# ---- hilo_unit_flat ----
--- config.mk ---
export PLATFORM = sky130hd
export DESIGN_NAME = hilo_unit_flat
export DESIGN_NICKNAME = d
export VERILOG_FILES = /design/src/rtl/hilo_if.sv /design/src/rtl/hilo_unit.sv /design/src/flat_wrapper.sv
export SDC_FILE = /design/constraint.sdc
export NUM_CORES = 1
export LEC_CHECK = 0
export CAP_MARGIN = 10
export CELL_PAD_IN_SITES_DETAIL_PLACEMENT = 1
export CELL_PAD_IN_SITES_GLOBAL_PLACEMENT = 1
export CORE_MARGIN = 2
export CORE_UTILIZATION = 29
export CTS_BUF_LIST = sky130_fd_sc_hd__clkbuf_8
export DETAILED_ROUTE_END_ITERATION = 8
export PLACE_DENSITY_LB_ADDON = 0.3
export SYNTH_ARGS = -nofsm -noshare
export SYNTH_HDL_FRONTEND = slang
export SYNTH_SLANG_ARGS = --single-unit
--- constraint.sdc ---
create_clock -name clk -period 1.9 [get_ports clk]
set_clock_uncertainty 0.1 [all_clocks]
set_input_delay 0.57 -clock clk [delete_from_list [all_inputs] [get_ports clk]]
set_output_delay 0.57 -clock clk [all_outputs]
set_load 0.01 [all_outputs]
--- src/rtl/hilo_if.sv ---
// HI/LO unit bus: ALU result handshake, read port and observable register state.
// CNT_W must match the CNT_W of the hilo_unit it connects to.
interface hilo_if #(
    parameter int CNT_W = 8
);
    logic             in_valid;
    logic             in_ready;
    logic [3:0]       cmd;
    logic [15:0]      r_left;
    logic [15:0]      r_right;
    logic             zero;
    logic             rd_en;
    logic             rd_sel;
    logic [15:0]      rd_data;
    logic             rd_valid;
    logic [15:0]      hi;
    logic [15:0]      lo;
    logic             flag_z;
    logic [CNT_W-1:0] mul_cnt;

    modport master (
        output in_valid, cmd, r_left, r_right, zero, rd_en, rd_sel,
        input  in_ready, rd_data, rd_valid, hi, lo, flag_z, mul_cnt
    );

    modport slave (
        input  in_valid, cmd, r_left, r_right, zero, rd_en, rd_sel,
        output in_ready, rd_data, rd_valid, hi, lo, flag_z, mul_cnt
    );
endinterface

--- src/rtl/hilo_unit.sv ---
// HI/LO register unit: captures mul results, latches the zero flag, serves registered reads.
// Define HILO_FWD_EN to forward a same-cycle mul result to a concurrent read.
module hilo_unit #(
    parameter int CNT_W = 8
) (
    input  logic  clk,
    input  logic  rst_n,
    hilo_if.slave bus
);
    typedef enum logic [0:0] {IDLE, LOCK} state_t;

    state_t           state_reg, state_next;
    logic [15:0]      hi_reg, lo_reg, rd_data_reg;
    logic             flag_z_reg, rd_valid_reg;
    logic [CNT_W-1:0] mul_cnt_reg;

    logic             ready;
    logic             accept;
    logic             is_mul;
    logic             sets_flag;
    logic [15:0]      rd_hi, rd_lo;

    assign is_mul    = (bus.cmd == 4'd9);
    assign sets_flag = (bus.cmd >= 4'd1) && (bus.cmd <= 4'd9);

    // Readiness is also gated by rst_n so nothing looks acceptable during reset.
    always_comb begin
        state_next = state_reg;
        ready      = 1'b0;
        accept     = 1'b0;
        case (state_reg)
            IDLE: begin
                ready  = rst_n;
                accept = bus.in_valid && rst_n;
                if (accept && is_mul) begin
                    state_next = LOCK;
                end
            end
            LOCK: begin
                state_next = IDLE;
            end
            default: begin
                state_next = IDLE;
            end
        endcase
    end

`ifdef HILO_FWD_EN
    assign rd_hi = (accept && is_mul) ? bus.r_left  : hi_reg;
    assign rd_lo = (accept && is_mul) ? bus.r_right : lo_reg;
`else
    assign rd_hi = hi_reg;
    assign rd_lo = lo_reg;
`endif

    always_ff @(posedge clk) begin
        if (!rst_n) begin
            state_reg    <= IDLE;
            hi_reg       <= '0;
            lo_reg       <= '0;
            flag_z_reg   <= 1'b0;
            mul_cnt_reg  <= '0;
            rd_data_reg  <= '0;
            rd_valid_reg <= 1'b0;
        end else begin
            state_reg    <= state_next;
            rd_valid_reg <= bus.rd_en;
            if (bus.rd_en) begin
                rd_data_reg <= bus.rd_sel ? rd_hi : rd_lo;
            end
            if (accept && sets_flag) begin
                flag_z_reg <= bus.zero;
            end
            if (accept && is_mul) begin
                hi_reg      <= bus.r_left;
                lo_reg      <= bus.r_right;
                mul_cnt_reg <= mul_cnt_reg + CNT_W'(1);
            end
        end
    end

    assign bus.in_ready = ready;
    assign bus.rd_data  = rd_data_reg;
    assign bus.rd_valid = rd_valid_reg;
    assign bus.hi       = hi_reg;
    assign bus.lo       = lo_reg;
    assign bus.flag_z   = flag_z_reg;
    assign bus.mul_cnt  = mul_cnt_reg;
endmodule

--- src/flat_wrapper.sv ---
// flat-port wrapper written by rule: the top's interface ports become plain ports
module hilo_unit_flat 
#(
    parameter int CNT_W = 8
)
  (clk, rst_n, bus_in_valid, bus_cmd, bus_r_left, bus_r_right, bus_zero, bus_rd_en, bus_rd_sel, bus_in_ready, bus_rd_data, bus_rd_valid, bus_hi, bus_lo, bus_flag_z, bus_mul_cnt);
  hilo_if #(.CNT_W(CNT_W)) bus_i ();
  input  logic clk;
  input  logic rst_n;
  input wire logic [$bits(bus_i.in_valid)-1:0] bus_in_valid;
  input wire logic [$bits(bus_i.cmd)-1:0] bus_cmd;
  input wire logic [$bits(bus_i.r_left)-1:0] bus_r_left;
  input wire logic [$bits(bus_i.r_right)-1:0] bus_r_right;
  input wire logic [$bits(bus_i.zero)-1:0] bus_zero;
  input wire logic [$bits(bus_i.rd_en)-1:0] bus_rd_en;
  input wire logic [$bits(bus_i.rd_sel)-1:0] bus_rd_sel;
  output wire logic [$bits(bus_i.in_ready)-1:0] bus_in_ready;
  output wire logic [$bits(bus_i.rd_data)-1:0] bus_rd_data;
  output wire logic [$bits(bus_i.rd_valid)-1:0] bus_rd_valid;
  output wire logic [$bits(bus_i.hi)-1:0] bus_hi;
  output wire logic [$bits(bus_i.lo)-1:0] bus_lo;
  output wire logic [$bits(bus_i.flag_z)-1:0] bus_flag_z;
  output wire logic [$bits(bus_i.mul_cnt)-1:0] bus_mul_cnt;
  assign bus_i.in_valid = bus_in_valid;
  assign bus_i.cmd = bus_cmd;
  assign bus_i.r_left = bus_r_left;
  assign bus_i.r_right = bus_r_right;
  assign bus_i.zero = bus_zero;
  assign bus_i.rd_en = bus_rd_en;
  assign bus_i.rd_sel = bus_rd_sel;
  assign bus_in_ready = bus_i.in_ready;
  assign bus_rd_data = bus_i.rd_data;
  assign bus_rd_valid = bus_i.rd_valid;
  assign bus_hi = bus_i.hi;
  assign bus_lo = bus_i.lo;
  assign bus_flag_z = bus_i.flag_z;
  assign bus_mul_cnt = bus_i.mul_cnt;
  hilo_unit #(.CNT_W(CNT_W)) u_core (.clk(clk), .rst_n(rst_n), .bus(bus_i));
endmodule
# ---- ght_upd_queue ----
`config.mk`:
```
export PLATFORM = sky130hd
export DESIGN_NAME = ght_upd_queue
export DESIGN_NICKNAME = d
export VERILOG_FILES = /design/src/rtl/ght_upd_queue_pkg.sv /design/src/rtl/ght_upd_queue_fifo.sv /design/src/rtl/ght_upd_queue.sv
export SDC_FILE = /design/constraint.sdc
export NUM_CORES = 1
export LEC_CHECK = 0
export CORE_MARGIN = 2
export CORE_UTILIZATION = 46
export DETAILED_ROUTE_END_ITERATION = 16
export MAX_ROUTING_LAYER = met4
export PLACE_DENSITY = 0.64
export SLEW_MARGIN = 0
export SYNTH_ARGS = -nofsm -noshare
export SYNTH_HDL_FRONTEND = slang
export SYNTH_SLANG_ARGS = --single-unit
```
`constraint.sdc`:
```
create_clock -name clk -period 4.9 [get_ports clk]
set_input_delay 1.225 -clock clk [delete_from_list [all_inputs] [get_ports clk]]
set_output_delay 1.225 -clock clk [all_outputs]
set_load 0.05 [all_outputs]
```
`src/rtl/ght_upd_queue_pkg.sv`:
```
// Shared types for the GHT update queue: entry record, drain FSM states and
// the 2-bit saturating counter helpers.
package ght_upd_queue_pkg;

   localparam int GHT_AW = 13;

   typedef struct packed {
      logic [GHT_AW-1:0] addr;
      logic              taken;
      logic              thread;
      logic              live;
   } ght_upd_t;

   typedef enum logic [1:0] {
      ST_IDLE,
      ST_RD,
      ST_WB
   } ght_state_e;

   function automatic logic [1:0] sat_inc(input logic [1:0] c);
      return (c == 2'd3) ? c : c + 2'd1;
   endfunction

   function automatic logic [1:0] sat_dec(input logic [1:0] c);
      return (c == 2'd0) ? c : c - 2'd1;
   endfunction

endpackage

```
`src/rtl/ght_upd_queue_fifo.sv`:
```
// Circular update store with push/pop, occupancy count and a per-thread
// live-bit clear; flushed entries stay in place until popped.
module ght_upd_fifo
   import ght_upd_queue_pkg::*;
#(
   parameter int DEPTH = 16
) (
   input  logic                   clk,
   input  logic                   rst,
   input  logic                   push,
   input  ght_upd_t               push_data,
   input  logic                   pop,
   input  logic                   flush,
   input  logic                   flush_thread,
   output ght_upd_t               head,
   output logic [$clog2(DEPTH):0] count
);

   localparam int PW = $clog2(DEPTH);
   localparam int CW = PW + 1;

   ght_upd_t      mem [DEPTH];
   logic [PW-1:0] wr_ptr;
   logic [PW-1:0] rd_ptr;
   logic          do_pop;

   assign do_pop = pop && (count != '0);

   always_ff @(posedge clk) begin
      if (rst) begin
         wr_ptr <= '0;
         rd_ptr <= '0;
         count  <= '0;
         for (int i = 0; i < DEPTH; i++) mem[i] <= '0;
      end else begin
         for (int i = 0; i < DEPTH; i++)
            if (flush && mem[i].thread == flush_thread) mem[i].live <= 1'b0;
         // the slot being written is free, so the push simply overrides
         if (push) begin
            mem[wr_ptr] <= push_data;
            wr_ptr      <= wr_ptr + PW'(1);
         end
         if (do_pop) rd_ptr <= rd_ptr + PW'(1);
         case ({push, do_pop})
            2'b10:   count <= count + CW'(1);
            2'b01:   count <= count - CW'(1);
            default: ;
         endcase
      end
   end

   // a flush landing this cycle already kills the head for the drain logic
   always_comb begin
      head = mem[rd_ptr];
      if (flush && head.thread == flush_thread) head.live = 1'b0;
   end

endmodule

```
`src/rtl/ght_upd_queue.sv`:
```
// GHT update queue: records each update in the in-flight CAM and drains the
// queue as read-modify-write operations on 2-bit saturating counters.
module ght_upd_queue
   import ght_upd_queue_pkg::*;
#(
   parameter int DEPTH = 16,
   parameter int AW    = GHT_AW
) (
   input  logic          clk,
   input  logic          rst,
   input  logic          in_valid,
   input  logic [AW-1:0] in_addr,
   input  logic          in_taken,
   input  logic          in_thread,
   output logic          in_ready,
   output logic [AW-1:0] cam_write_addr,
   output logic          cam_write_wen,
   output logic          cam_write_thread,
   output logic          tbl_rd_en,
   output logic [AW-1:0] tbl_rd_addr,
   input  logic [1:0]    tbl_rd_data,
   output logic          tbl_wr_en,
   output logic [AW-1:0] tbl_wr_addr,
   output logic [1:0]    tbl_wr_data,
   input  logic          tbl_busy,
   input  logic          except,
   input  logic          except_thread,
   output logic          empty
);

   localparam int CW = $clog2(DEPTH) + 1;

   ght_state_e    state, state_nxt;
   ght_upd_t      head, work, push_data;
   logic [CW-1:0] count;
   logic          accept, pop, issue, has_head, hazard, flush_work, wr_go;
   logic          wr_en_q;

   assign accept     = in_valid && in_ready;
   assign in_ready   = (count != CW'(DEPTH)) && !(except && except_thread == in_thread);
   assign has_head   = (count != '0);
   assign flush_work = except && (except_thread == work.thread);
   assign wr_go      = work.live && !flush_work;
   // hold a same-address read back one cycle so it sees the counter being written
   assign hazard     = (state == ST_WB) && (head.addr == work.addr);
   assign push_data  = '{addr: in_addr, taken: in_taken, thread: in_thread, live: 1'b1};

   ght_upd_fifo #(.DEPTH(DEPTH)) u_fifo (
      .clk          (clk),
      .rst          (rst),
      .push         (accept),
      .push_data    (push_data),
      .pop          (pop),
      .flush        (except),
      .flush_thread (except_thread),
      .head         (head),
      .count        (count)
   );

   always_comb begin
      state_nxt = state;
      pop       = 1'b0;
      issue     = 1'b0;
      case (state)
         ST_IDLE, ST_WB: begin
            if (state == ST_WB) state_nxt = ST_IDLE;
            if (has_head && !head.live) begin
               pop = 1'b1;
            end else if (has_head && !tbl_busy && !hazard) begin
               pop       = 1'b1;
               issue     = 1'b1;
               state_nxt = ST_RD;
            end
         end
         ST_RD:   state_nxt = wr_go ? ST_WB : ST_IDLE;
         default: state_nxt = ST_IDLE;
      endcase
   end

   always_ff @(posedge clk) begin
      if (rst) begin
         state            <= ST_IDLE;
         work             <= '0;
         wr_en_q          <= 1'b0;
         tbl_wr_addr      <= '0;
         tbl_wr_data      <= '0;
         cam_write_wen    <= 1'b0;
         cam_write_addr   <= '0;
         cam_write_thread <= 1'b0;
      end else begin
         state         <= state_nxt;
         cam_write_wen <= accept;
         if (accept) begin
            cam_write_addr   <= in_addr;
            cam_write_thread <= in_thread;
         end
         if (issue)           work      <= head;
         else if (flush_work) work.live <= 1'b0;
         wr_en_q <= (state == ST_RD) && wr_go;
         if (state == ST_RD && wr_go) begin
            tbl_wr_addr <= work.addr;
            tbl_wr_data <= work.taken ? sat_inc(tbl_rd_data) : sat_dec(tbl_rd_data);
         end
      end
   end

   // reset kills table traffic in the very cycle it is asserted
   assign tbl_rd_en   = issue && !rst;
   assign tbl_rd_addr = tbl_rd_en ? head.addr : '0;
   assign tbl_wr_en   = wr_en_q && !rst;
   assign empty       = !has_head && (state == ST_IDLE);

endmodule

```
# ---- uart_hex_printer ----
--- config.mk ---
export PLATFORM = sky130hd
export DESIGN_NAME = uart_hex_printer
export DESIGN_NICKNAME = d
export VERILOG_FILES = /design/src/rtl/uart_hex_printer.sv
export SDC_FILE = /design/constraint.sdc
export NUM_CORES = 1
export LEC_CHECK = 0
export ABC_AREA = 0
export CAP_MARGIN = 20
export CORE_MARGIN = 5
export CORE_UTILIZATION = 59
export CTS_CLUSTER_DIAMETER = 30
export DETAILED_ROUTE_END_ITERATION = 7
export GPL_TIMING_DRIVEN = 0
export PLACE_DENSITY = 0.86
export SLEW_MARGIN = 10
export SYNTH_ARGS = -nofsm -noshare
export SYNTH_HDL_FRONTEND = slang
export SYNTH_SLANG_ARGS = --single-unit
--- constraint.sdc ---
create_clock -name clk -period 5.4 [get_ports clk]
set_input_delay 1.08 -clock clk [delete_from_list [all_inputs] [get_ports clk]]
set_output_delay 1.08 -clock clk [all_outputs]
set_load 0.02 [all_outputs]
--- src/rtl/uart_hex_printer.sv ---
// Feeds a byte-wide UART transmitter with one word rendered as ASCII hex,
// optionally wrapped in a "0x" prefix and a space or CR LF terminator.
module uart_hex_printer #(
  parameter int DATA_WIDTH = 32,
  parameter int PREFIX     = 1,
  parameter int TERM       = 2
) (
  input  logic                  clk,
  input  logic                  rst,
  input  logic [DATA_WIDTH-1:0] in_data,
  input  logic                  in_valid,
  output logic                  in_ready,
  output logic [7:0]            tx_data,
  output logic                  tx_wr_en,
  input  logic                  tx_busy,
  output logic                  busy
);

  localparam int NPFX  = (PREFIX != 0) ? 2 : 0;
  localparam int ND    = DATA_WIDTH / 4;
  localparam int NTRM  = (TERM == 1) ? 1 : ((TERM == 2) ? 2 : 0);
  localparam int N     = NPFX + ND + NTRM;
  localparam int IDX_W = $clog2(N + 1);
  localparam logic [IDX_W-1:0] LAST_IDX = IDX_W'(N - 1);

  typedef enum logic [2:0] {S_IDLE, S_PRE, S_SEND, S_GUARD, S_WAIT} state_t;

  state_t                  state_r;
  logic [IDX_W-1:0]        idx_r;
  logic [DATA_WIDTH-1:0]   word_r;
  logic [7:0]              tx_data_r;
  logic                    tx_wr_en_r;
  logic                    busy_r;

  logic [IDX_W-1:0]        sel_idx_s;
  logic [DATA_WIDTH-1:0]   sel_word_s;
  logic [DATA_WIDTH-1:0]   next_word_s;
  logic [7:0]              next_char_s;

  function automatic logic [7:0] hex_ascii(input logic [3:0] nib);
    logic [7:0] c;
    if (nib < 4'd10) c = 8'h30 + {4'h0, nib};
    else             c = 8'h37 + {4'h0, nib};
    return c;
  endfunction

  function automatic logic is_digit(input logic [IDX_W-1:0] idx);
    return (int'(idx) >= NPFX) && (int'(idx) < NPFX + ND);
  endfunction

  function automatic logic [7:0] char_at(input logic [IDX_W-1:0] idx, input logic [3:0] nib);
    logic [7:0] c;
    int         pos;
    pos = int'(idx);
    if (pos < NPFX)           c = (pos == 0) ? 8'h30 : 8'h78;
    else if (pos < NPFX + ND) c = hex_ascii(nib);
    else if (TERM == 2)       c = (pos == NPFX + ND) ? 8'h0D : 8'h0A;
    else if (TERM == 1)       c = 8'h20;
    else                      c = 8'h00;
    return c;
  endfunction

  // Character about to be loaded on the next SEND entry; digits come from the top nibble.
  always_comb begin
    sel_idx_s   = {IDX_W{1'b0}};
    sel_word_s  = word_r;
    next_word_s = word_r;
    next_char_s = 8'h00;
    if (state_r == S_WAIT) sel_idx_s = idx_r + IDX_W'(1);
    else                   sel_idx_s = {IDX_W{1'b0}};
    if (state_r == S_IDLE) sel_word_s = in_data;
    else                   sel_word_s = word_r;
    next_char_s = char_at(sel_idx_s, sel_word_s[DATA_WIDTH-1 -: 4]);
    if (is_digit(sel_idx_s)) next_word_s = sel_word_s << 4'd4;
    else                     next_word_s = sel_word_s;
  end

  // Sequencer: SEND strobes once, GUARD covers the transmitter's wr_en-to-busy delay.
  always_ff @(posedge clk or posedge rst) begin
    if (rst) begin
      state_r    <= S_IDLE;
      idx_r      <= {IDX_W{1'b0}};
      word_r     <= {DATA_WIDTH{1'b0}};
      tx_data_r  <= 8'h00;
      tx_wr_en_r <= 1'b0;
      busy_r     <= 1'b0;
    end else begin
      case (state_r)
        S_IDLE: begin
          tx_wr_en_r <= 1'b0;
          if (in_valid) begin
            busy_r <= 1'b1;
            idx_r  <= {IDX_W{1'b0}};
            if (!tx_busy) begin
              state_r    <= S_SEND;
              tx_wr_en_r <= 1'b1;
              tx_data_r  <= next_char_s;
              word_r     <= next_word_s;
            end else begin
              state_r <= S_PRE;
              word_r  <= in_data;
            end
          end
        end
        S_PRE: begin
          if (!tx_busy) begin
            state_r    <= S_SEND;
            tx_wr_en_r <= 1'b1;
            tx_data_r  <= next_char_s;
            word_r     <= next_word_s;
          end
        end
        S_SEND: begin
          tx_wr_en_r <= 1'b0;
          state_r    <= S_GUARD;
        end
        S_GUARD: begin
          state_r <= S_WAIT;
        end
        S_WAIT: begin
          if (!tx_busy) begin
            if (idx_r == LAST_IDX) begin
              state_r <= S_IDLE;
              busy_r  <= 1'b0;
            end else begin
              idx_r      <= sel_idx_s;
              state_r    <= S_SEND;
              tx_wr_en_r <= 1'b1;
              tx_data_r  <= next_char_s;
              word_r     <= next_word_s;
            end
          end
        end
        default: begin
          state_r    <= S_IDLE;
          idx_r      <= {IDX_W{1'b0}};
          tx_wr_en_r <= 1'b0;
          busy_r     <= 1'b0;
        end
      endcase
    end
  end

  assign tx_data  = tx_data_r;
  assign tx_wr_en = tx_wr_en_r;
  assign busy     = busy_r;
  assign in_ready = !busy_r && !rst;

endmodule

# ---- uart_rx_fsm ----
File: config.mk
export PLATFORM = sky130hd
export DESIGN_NAME = uart_rx_fsm
export DESIGN_NICKNAME = d
export VERILOG_FILES = /design/src/rtl/uart_rx_pkg.sv /design/src/rtl/uart_rx_chk.sv /design/src/rtl/uart_rx_fsm.sv
export SDC_FILE = /design/constraint.sdc
export NUM_CORES = 1
export LEC_CHECK = 0
export ABC_CLOCK_PERIOD_IN_PS = 1800
export CAP_MARGIN = 20
export CORE_MARGIN = 3
export CORE_UTILIZATION = 41
export DETAILED_ROUTE_END_ITERATION = 8
export PLACE_DENSITY = 0.76
export SYNTH_ARGS = -nofsm -noshare
export SYNTH_HDL_FRONTEND = slang
export SYNTH_SLANG_ARGS = --single-unit
File: constraint.sdc
create_clock -name CLK -period 1.8 [get_ports CLK]
set_input_delay 0.54 -clock CLK [delete_from_list [all_inputs] [get_ports CLK]]
set_output_delay 0.54 -clock CLK [all_outputs]
set_load 0.01 [all_outputs]
File: src/rtl/uart_rx_pkg.sv
// rtl/uart_rx_pkg.sv - shared state encoding, width defaults and parity constants for the UART receiver
package uart_rx_pkg;

    localparam int DATA_WIDTH_DEF = 8;
    localparam int PRESCALE_W_DEF = 5;
    localparam int BIT_CNT_W_DEF  = 4;

    localparam logic PAR_TYP_EVEN = 1'b0;
    localparam logic PAR_TYP_ODD  = 1'b1;

    typedef enum logic [2:0] {
        IDLE   = 3'd0,
        START  = 3'd1,
        DATA   = 3'd2,
        PARITY = 3'd3,
        STOP   = 3'd4
    } rx_state_e;

endpackage

File: src/rtl/uart_rx_chk.sv
// rtl/uart_rx_chk.sv - parity/stop error flags; UART_RX_ERR_CNT_EN adds a saturating per-frame error counter
module uart_rx_chk
    import uart_rx_pkg::*;
#(
    parameter int DATA_WIDTH = DATA_WIDTH_DEF
) (
    input  logic                  clk,
    input  logic                  rst_n,
    input  logic                  clr_i,
    input  logic                  par_chk_i,
    input  logic                  stop_chk_i,
    input  logic                  sampled_bit_i,
    input  logic                  par_typ_i,
    input  logic [DATA_WIDTH-1:0] shadow_i,
`ifdef UART_RX_ERR_CNT_EN
    output logic [7:0]            err_cnt_o,
`endif
    output logic                  par_err_o,
    output logic                  stop_err_o
);

    logic exp_par;
    logic par_err_q, par_err_d;
    logic stop_err_q, stop_err_d;

    assign exp_par = (^shadow_i) ^ (par_typ_i == PAR_TYP_ODD);

    always_comb begin
        par_err_d  = par_err_q;
        stop_err_d = stop_err_q;
        if (clr_i) begin
            par_err_d  = 1'b0;
            stop_err_d = 1'b0;
        end else begin
            if (par_chk_i)  par_err_d  = (sampled_bit_i != exp_par);
            if (stop_chk_i) stop_err_d = ~sampled_bit_i;
        end
    end

    always_ff @(posedge clk or negedge rst_n) begin
        if (!rst_n) begin
            par_err_q  <= 1'b0;
            stop_err_q <= 1'b0;
        end else begin
            par_err_q  <= par_err_d;
            stop_err_q <= stop_err_d;
        end
    end

    assign par_err_o  = par_err_q;
    assign stop_err_o = stop_err_q;

`ifdef UART_RX_ERR_CNT_EN
    // Count only the first flag raised in a frame so a double fault counts once.
    logic       err_new;
    logic [7:0] err_cnt_q;

    assign err_new = (par_err_d | stop_err_d) & ~(par_err_q | stop_err_q);

    always_ff @(posedge clk or negedge rst_n) begin
        if (!rst_n) begin
            err_cnt_q <= 8'd0;
        end else if (err_new && (err_cnt_q != 8'hFF)) begin
            err_cnt_q <= err_cnt_q + 8'd1;
        end
    end

    assign err_cnt_o = err_cnt_q;
`endif

endmodule

File: src/rtl/uart_rx_fsm.sv
// rtl/uart_rx_fsm.sv - UART receiver control FSM; define UART_RX_ERR_CNT_EN to add the Err_Count output
module uart_rx_fsm
    import uart_rx_pkg::*;
#(
    parameter int DATA_WIDTH = DATA_WIDTH_DEF,
    parameter int PRESCALE_W = PRESCALE_W_DEF,
    parameter int BIT_CNT_W  = BIT_CNT_W_DEF
) (
    input  logic                  CLK,
    input  logic                  RST,
    input  logic                  RX_IN,
    input  logic                  PAR_EN,
    input  logic                  PAR_TYP,
    input  logic [PRESCALE_W-1:0] Prescale,
    input  logic [PRESCALE_W-1:0] edge_cnt,
    input  logic [BIT_CNT_W-1:0]  bit_cnt,
    input  logic                  sampled_bit,
    input  logic [DATA_WIDTH-1:0] P_DATA,
`ifdef UART_RX_ERR_CNT_EN
    output logic [7:0]            Err_Count,
`endif
    output logic                  data_samp_en,
    output logic                  Counter_enable,
    output logic [DATA_WIDTH-1:0] RX_DATA,
    output logic                  data_valid,
    output logic                  Parity_Error,
    output logic                  Stop_Error
);

    localparam logic [PRESCALE_W-1:0] PS_ONE   = PRESCALE_W'(1);
    localparam logic [BIT_CNT_W-1:0]  LAST_BIT = BIT_CNT_W'(DATA_WIDTH);

    rx_state_e             state_q, state_d;
    logic                  eob;
    logic                  run;
    logic                  start_det, cap, par_chk, stop_chk, frame_ok;
    logic                  par_en_q, par_typ_q;
    logic [DATA_WIDTH-1:0] shadow_q, rx_data_q;
    logic                  valid_q;

    assign eob = (edge_cnt == (Prescale - PS_ONE));

    always_comb begin
        state_d   = state_q;
        run       = 1'b1;
        start_det = 1'b0;
        cap       = 1'b0;
        par_chk   = 1'b0;
        stop_chk  = 1'b0;
        frame_ok  = 1'b0;
        case (state_q)
            IDLE: begin
                run = 1'b0;
                if (!RX_IN) begin
                    state_d   = START;
                    start_det = 1'b1;
                end
            end
            START: begin
                if (eob) state_d = sampled_bit ? IDLE : DATA;
            end
            DATA: begin
                if (eob && (bit_cnt == LAST_BIT)) begin
                    cap     = 1'b1;
                    state_d = par_en_q ? PARITY : STOP;
                end
            end
            PARITY: begin
                if (eob) begin
                    par_chk = 1'b1;
                    state_d = STOP;
                end
            end
            STOP: begin
                if (eob) begin
                    stop_chk = 1'b1;
                    frame_ok = sampled_bit & ~Parity_Error;
                    state_d  = IDLE;
                end
            end
            default: begin
                run     = 1'b0;
                state_d = IDLE;
            end
        endcase
    end

    always_ff @(posedge CLK or negedge RST) begin
        if (!RST) begin
            state_q   <= IDLE;
            par_en_q  <= 1'b0;
            par_typ_q <= 1'b0;
            shadow_q  <= '0;
            rx_data_q <= '0;
            valid_q   <= 1'b0;
        end else begin
            state_q <= state_d;
            valid_q <= frame_ok;
            // Frame options are frozen at start detection so mid-frame changes cannot corrupt the checks.
            if (start_det) begin
                par_en_q  <= PAR_EN;
                par_typ_q <= PAR_TYP;
            end
            if (cap)      shadow_q  <= P_DATA;
            if (frame_ok) rx_data_q <= shadow_q;
        end
    end

    uart_rx_chk #(
        .DATA_WIDTH(DATA_WIDTH)
    ) u_chk (
        .clk          (CLK),
        .rst_n        (RST),
        .clr_i        (start_det),
        .par_chk_i    (par_chk),
        .stop_chk_i   (stop_chk),
        .sampled_bit_i(sampled_bit),
        .par_typ_i    (par_typ_q),
        .shadow_i     (shadow_q),
`ifdef UART_RX_ERR_CNT_EN
        .err_cnt_o    (Err_Count),
`endif
        .par_err_o    (Parity_Error),
        .stop_err_o   (Stop_Error)
    );

    assign Counter_enable = run;
    assign data_samp_en   = run;
    assign RX_DATA        = rx_data_q;
    assign data_valid     = valid_q;

endmodule

Fig. 1: uart_hex_printer, sizing map
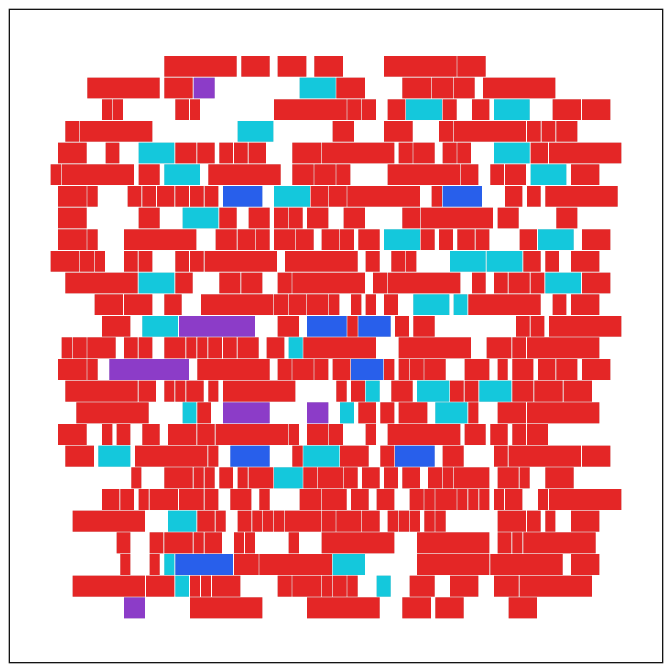
Key: x3 and x4 = purple [cells 6]; x1 and smaller = red [cells 338]; x6 and larger = blue [cells 8]; x2 = cyan [cells 34]
Layout Area Growth over Synthesis: 20.4%
Setup WS post-layout: 2.05 ns
number of non-clock buffers: 70
design area: 0.00367 mm2

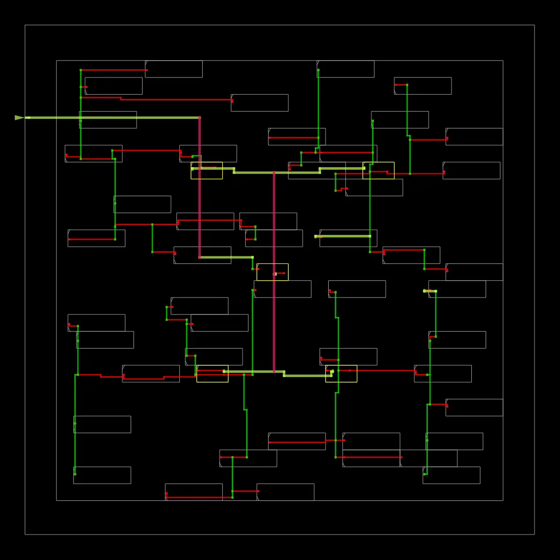
Fig. 2. Clock wiring as the flow saved it (uart_hex_printer).
clkbuf count: 5
Num CTS Buffers: 5
clock skew: 0.00739 ns
Worst-Skew Late Latency: 0.30 ns

==> impl_metrics.yaml, uart_hex_printer <==
# generated from flow reports
yosys:
  flop_cell: "dfrtp_1"
  mux_area_share_pct: 2.83
  logic_family: "AND-OR/OR-AND gates"
  yosys.area_share.aoi_pct: 35.4
global_routing:
  grt_pass1_vias: 2780
die:
  chipWidth_um: 81.9
pwr:
  power_top_consumer: "combinational logic"
routing:
  firstDrtPassIters: 5
clock_network:
  cts_max_level: 2
  cts_buffer_depth: 2
hold_path:
  hold_path_class: "reg -> reg"
setup_path:
  r2r_start: "idx_r[0]"
run_status:
  status: "finished clean"
timing:
  max_freq_mhz: 299
  rsz0062_at_grt: "no"
finish:
  largest_reg_flops: 32
  flop-count: 48
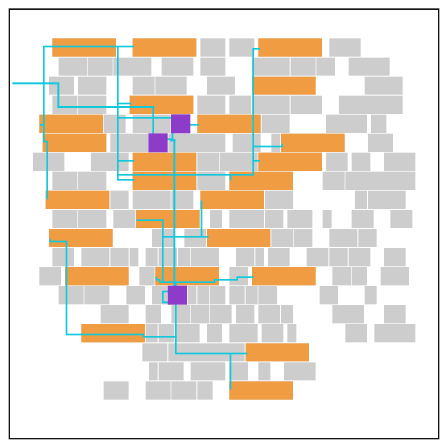
Fig. 3. Clock distribution (uart_rx_fsm).
Key: clock-net drivers = purple [count 3]; clock wires = cyan [length 272 um]; flip-flops = orange [count 24]
There are 4 routed clock nets.

==> impl_metrics.yaml, uart_rx_fsm <==
# generated from flow reports
clock_network:
  cts_made_buffers: 3
routing:
  drt_iter0_drc: 20
  ant_nets: 0
timing:
  worst_slack_ns: -0.347
  setup_viol: 17
  fin_crit_ns: 2.15
  maxSlewViolCount: 0
pwr:
  total_power_w: 0.00157
run_status:
  violations: "negative setup slack"
  status: "finished, violations left"
die:
  taps: 31
finish:
  drive_gt1_share_pct: 38.8
  largest_cell_class: "logic gates"
setup_path:
  critPathMaxStageDelay_ns: 0.48
yosys:
  common_cells: "dfrtp_1 (24), mux2_2 (10), xnor2_1 (10), mux2_4 (8), inv_1 (6)"
  topCellsByArea: "dfrtp_1 (48%), mux2_4 (9.6%), mux2_2 (9.0%)"
  synth_top_cell_by_area: "dfrtp_1"
  ys_sh_simple_pct: 9.84
  ys.flops: 24
hold_path:
  hold_path_class: "reg -> reg"
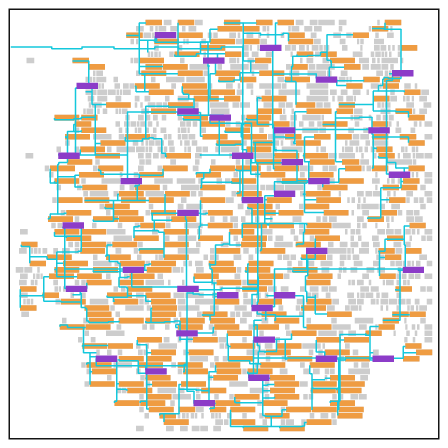
Fig. 4. Clock distribution (ght_upd_queue).
Key: clock wires = cyan [length 3,960 um]; flip-flops = orange [count 322]; clock-net drivers = purple [count 36]
Position of the flops: all over the die.

==> impl_metrics.yaml, ght_upd_queue <==
# generated from flow reports
global_routing:
  antenna_found_initial: 1
  busiest_layer: "met2"
  grt_use_met1_pct: 32.5
finish:
  instances_no_fill: 1666
  area_delta_synth_final_pct: 17.4
  comb_area_mm2: 0.00562
  drive_gt1_share_pct: 19.1
  finalInstanceArea_mm2: 0.0174
  flop-count: 322
  seq_share_pct: 50.9
routing:
  firstDrtPassIters: 5
  wl_met1_um: 16700
hold_path:
  min_path_cells: 2
run_status:
  status: "finished clean"
timing:
  max_slew_margin_pct: 51.6
  skew_ns: 0.0193
  worstMarginPinSlew_ns: 0.720
  maxSlewViolCount: 0
pwr:
  p_per_area_mw_per_mm2: 420
  switching_share_pct: 28.7
yosys:
  syn_area_mm2: 0.0148
  yosys.area_share.aoi_pct: 4.94
  ys.flops: 322
  syn-num-nets: 1172
  ys_cells: 1139
  common_cells: "and2_1 (251), edfxtp_1 (240), nand2_1 (93), dfxtp_1 (82), clkbuf_1 (53)"
setup_path:
  path_cells: "buf_4, mux4_1, mux4_2, xnor2_1, a21boi_1, o211ai_4, buf_6, nor3_1, buf_4"
  path_delay_family: "multiplexers"
  crit_slowest_cell: "mux4_1"
  cp-endpoint: "tbl_rd_addr[1]"
clock_network:
  cts_tree: "yes"
  cts_sinks: 322
  clk_pin_slew_ns: 0.06
  clk_latency_ns: 0.52
placed_design:
  port_buffers: 69
die:
  rows: 65
  die_y_um: 184
  die_area_mm2: 0.0337
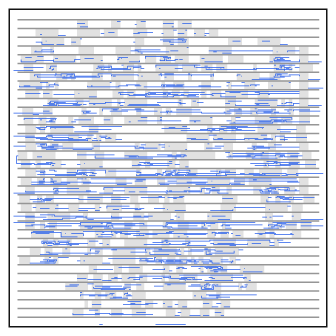
Fig. 5. The metal 1 layer (hilo_unit_flat).
Supply wires on this layer in gray.
The wires run mostly horizontal. The layer carries 3,590 um of wire. The layer holds 42% of the routed length. The longest straight run is 63.9 um.

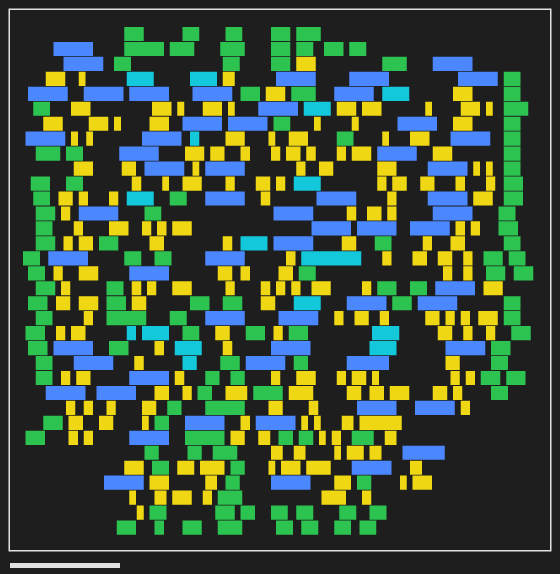
Fig. 6. Cells colored by class (hilo_unit_flat).
Scale bar: 20 um.
Key: clock drivers and dummy loads = cyan [cells 16, share of their area 5.5%]; registers = blue [cells 59, share of their area 31%]; remaining buffers and delay cells = green [cells 120, share of their area 30%]; remaining logic cells = yellow [cells 193, share of their area 34%]
Final Util: 46.1%
Seq area share: 29.6%
design area: 0.00400 mm2
core area: 0.00868 mm2

==> impl_metrics.yaml, hilo_unit_flat <==
# generated from flow reports
hold_path:
  min_to: "u_core.bus.flag_z"
global_routing:
  busiest_layer: "met2"
  use_met3_pct: 7.37
timing:
  setup_viol: 0
  worstMarginPinSlew_ns: 0.317
yosys:
  synth_warnings: 0
  yosys.area_share.xor_xnor_pct: 0
  syn_area_mm2: 0.00257
  synth_cells: 281
  topCellsByArea: "dfxtp_1 (46%), a21boi_0 (9.9%), mux2i_1 (8.2%)"
  synthAdderAreaFrac_pct: 0.486
  ys.flops: 59
  synth_top_cell_by_area: "dfxtp_1"
clock_network:
  cts_max_level: 3
  cts_tree: "yes"
placed_design:
  gp_congestion: 0.764
  dp_slack_ns: -0.482
pwr:
  pwr-share-seq_pct: 45.5
  seq_power_w: 0.00127
  total_power_w: 0.00280
routing:
  drc: 0
  met3_length_um: 597
  top_layer_used: "met4"
  firstDrtPassIters: 4
setup_path:
  cp-start-kind: "input pin"
  crit_slowest_cell: "clkdlybuf4s50_1"
  cp.required_ns: 2.07
  cp_max_fo: 10
finish:
  num-nonclk-buffers: 120
run_status:
  status: "finished clean"


## Gallery

Clock wiring as the flow saved it.
Plate I
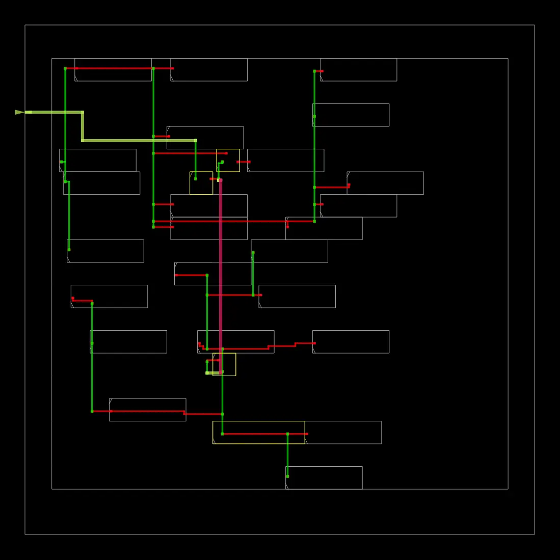
Plate II
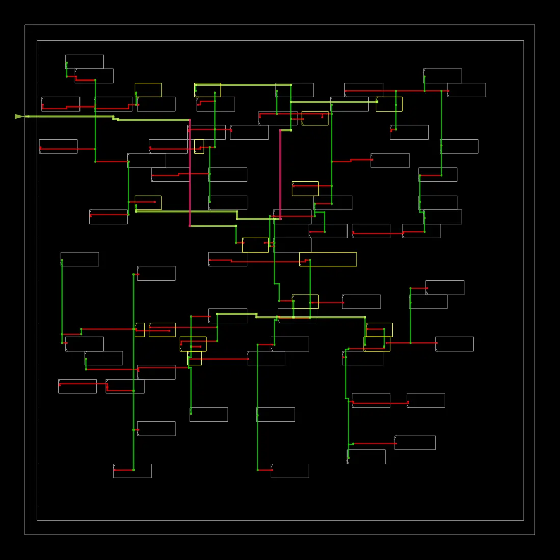
Plate III
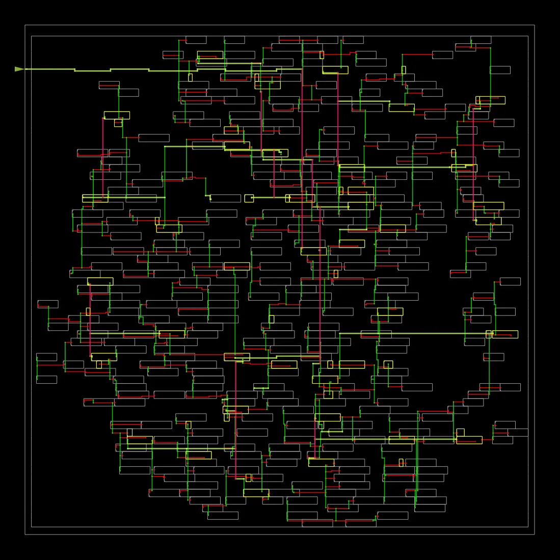
Plate II: hilo_unit_flat
Plate III: ght_upd_queue
Plate I: uart_rx_fsm

No activity file was given, so power comes from the tool's default toggle rates.
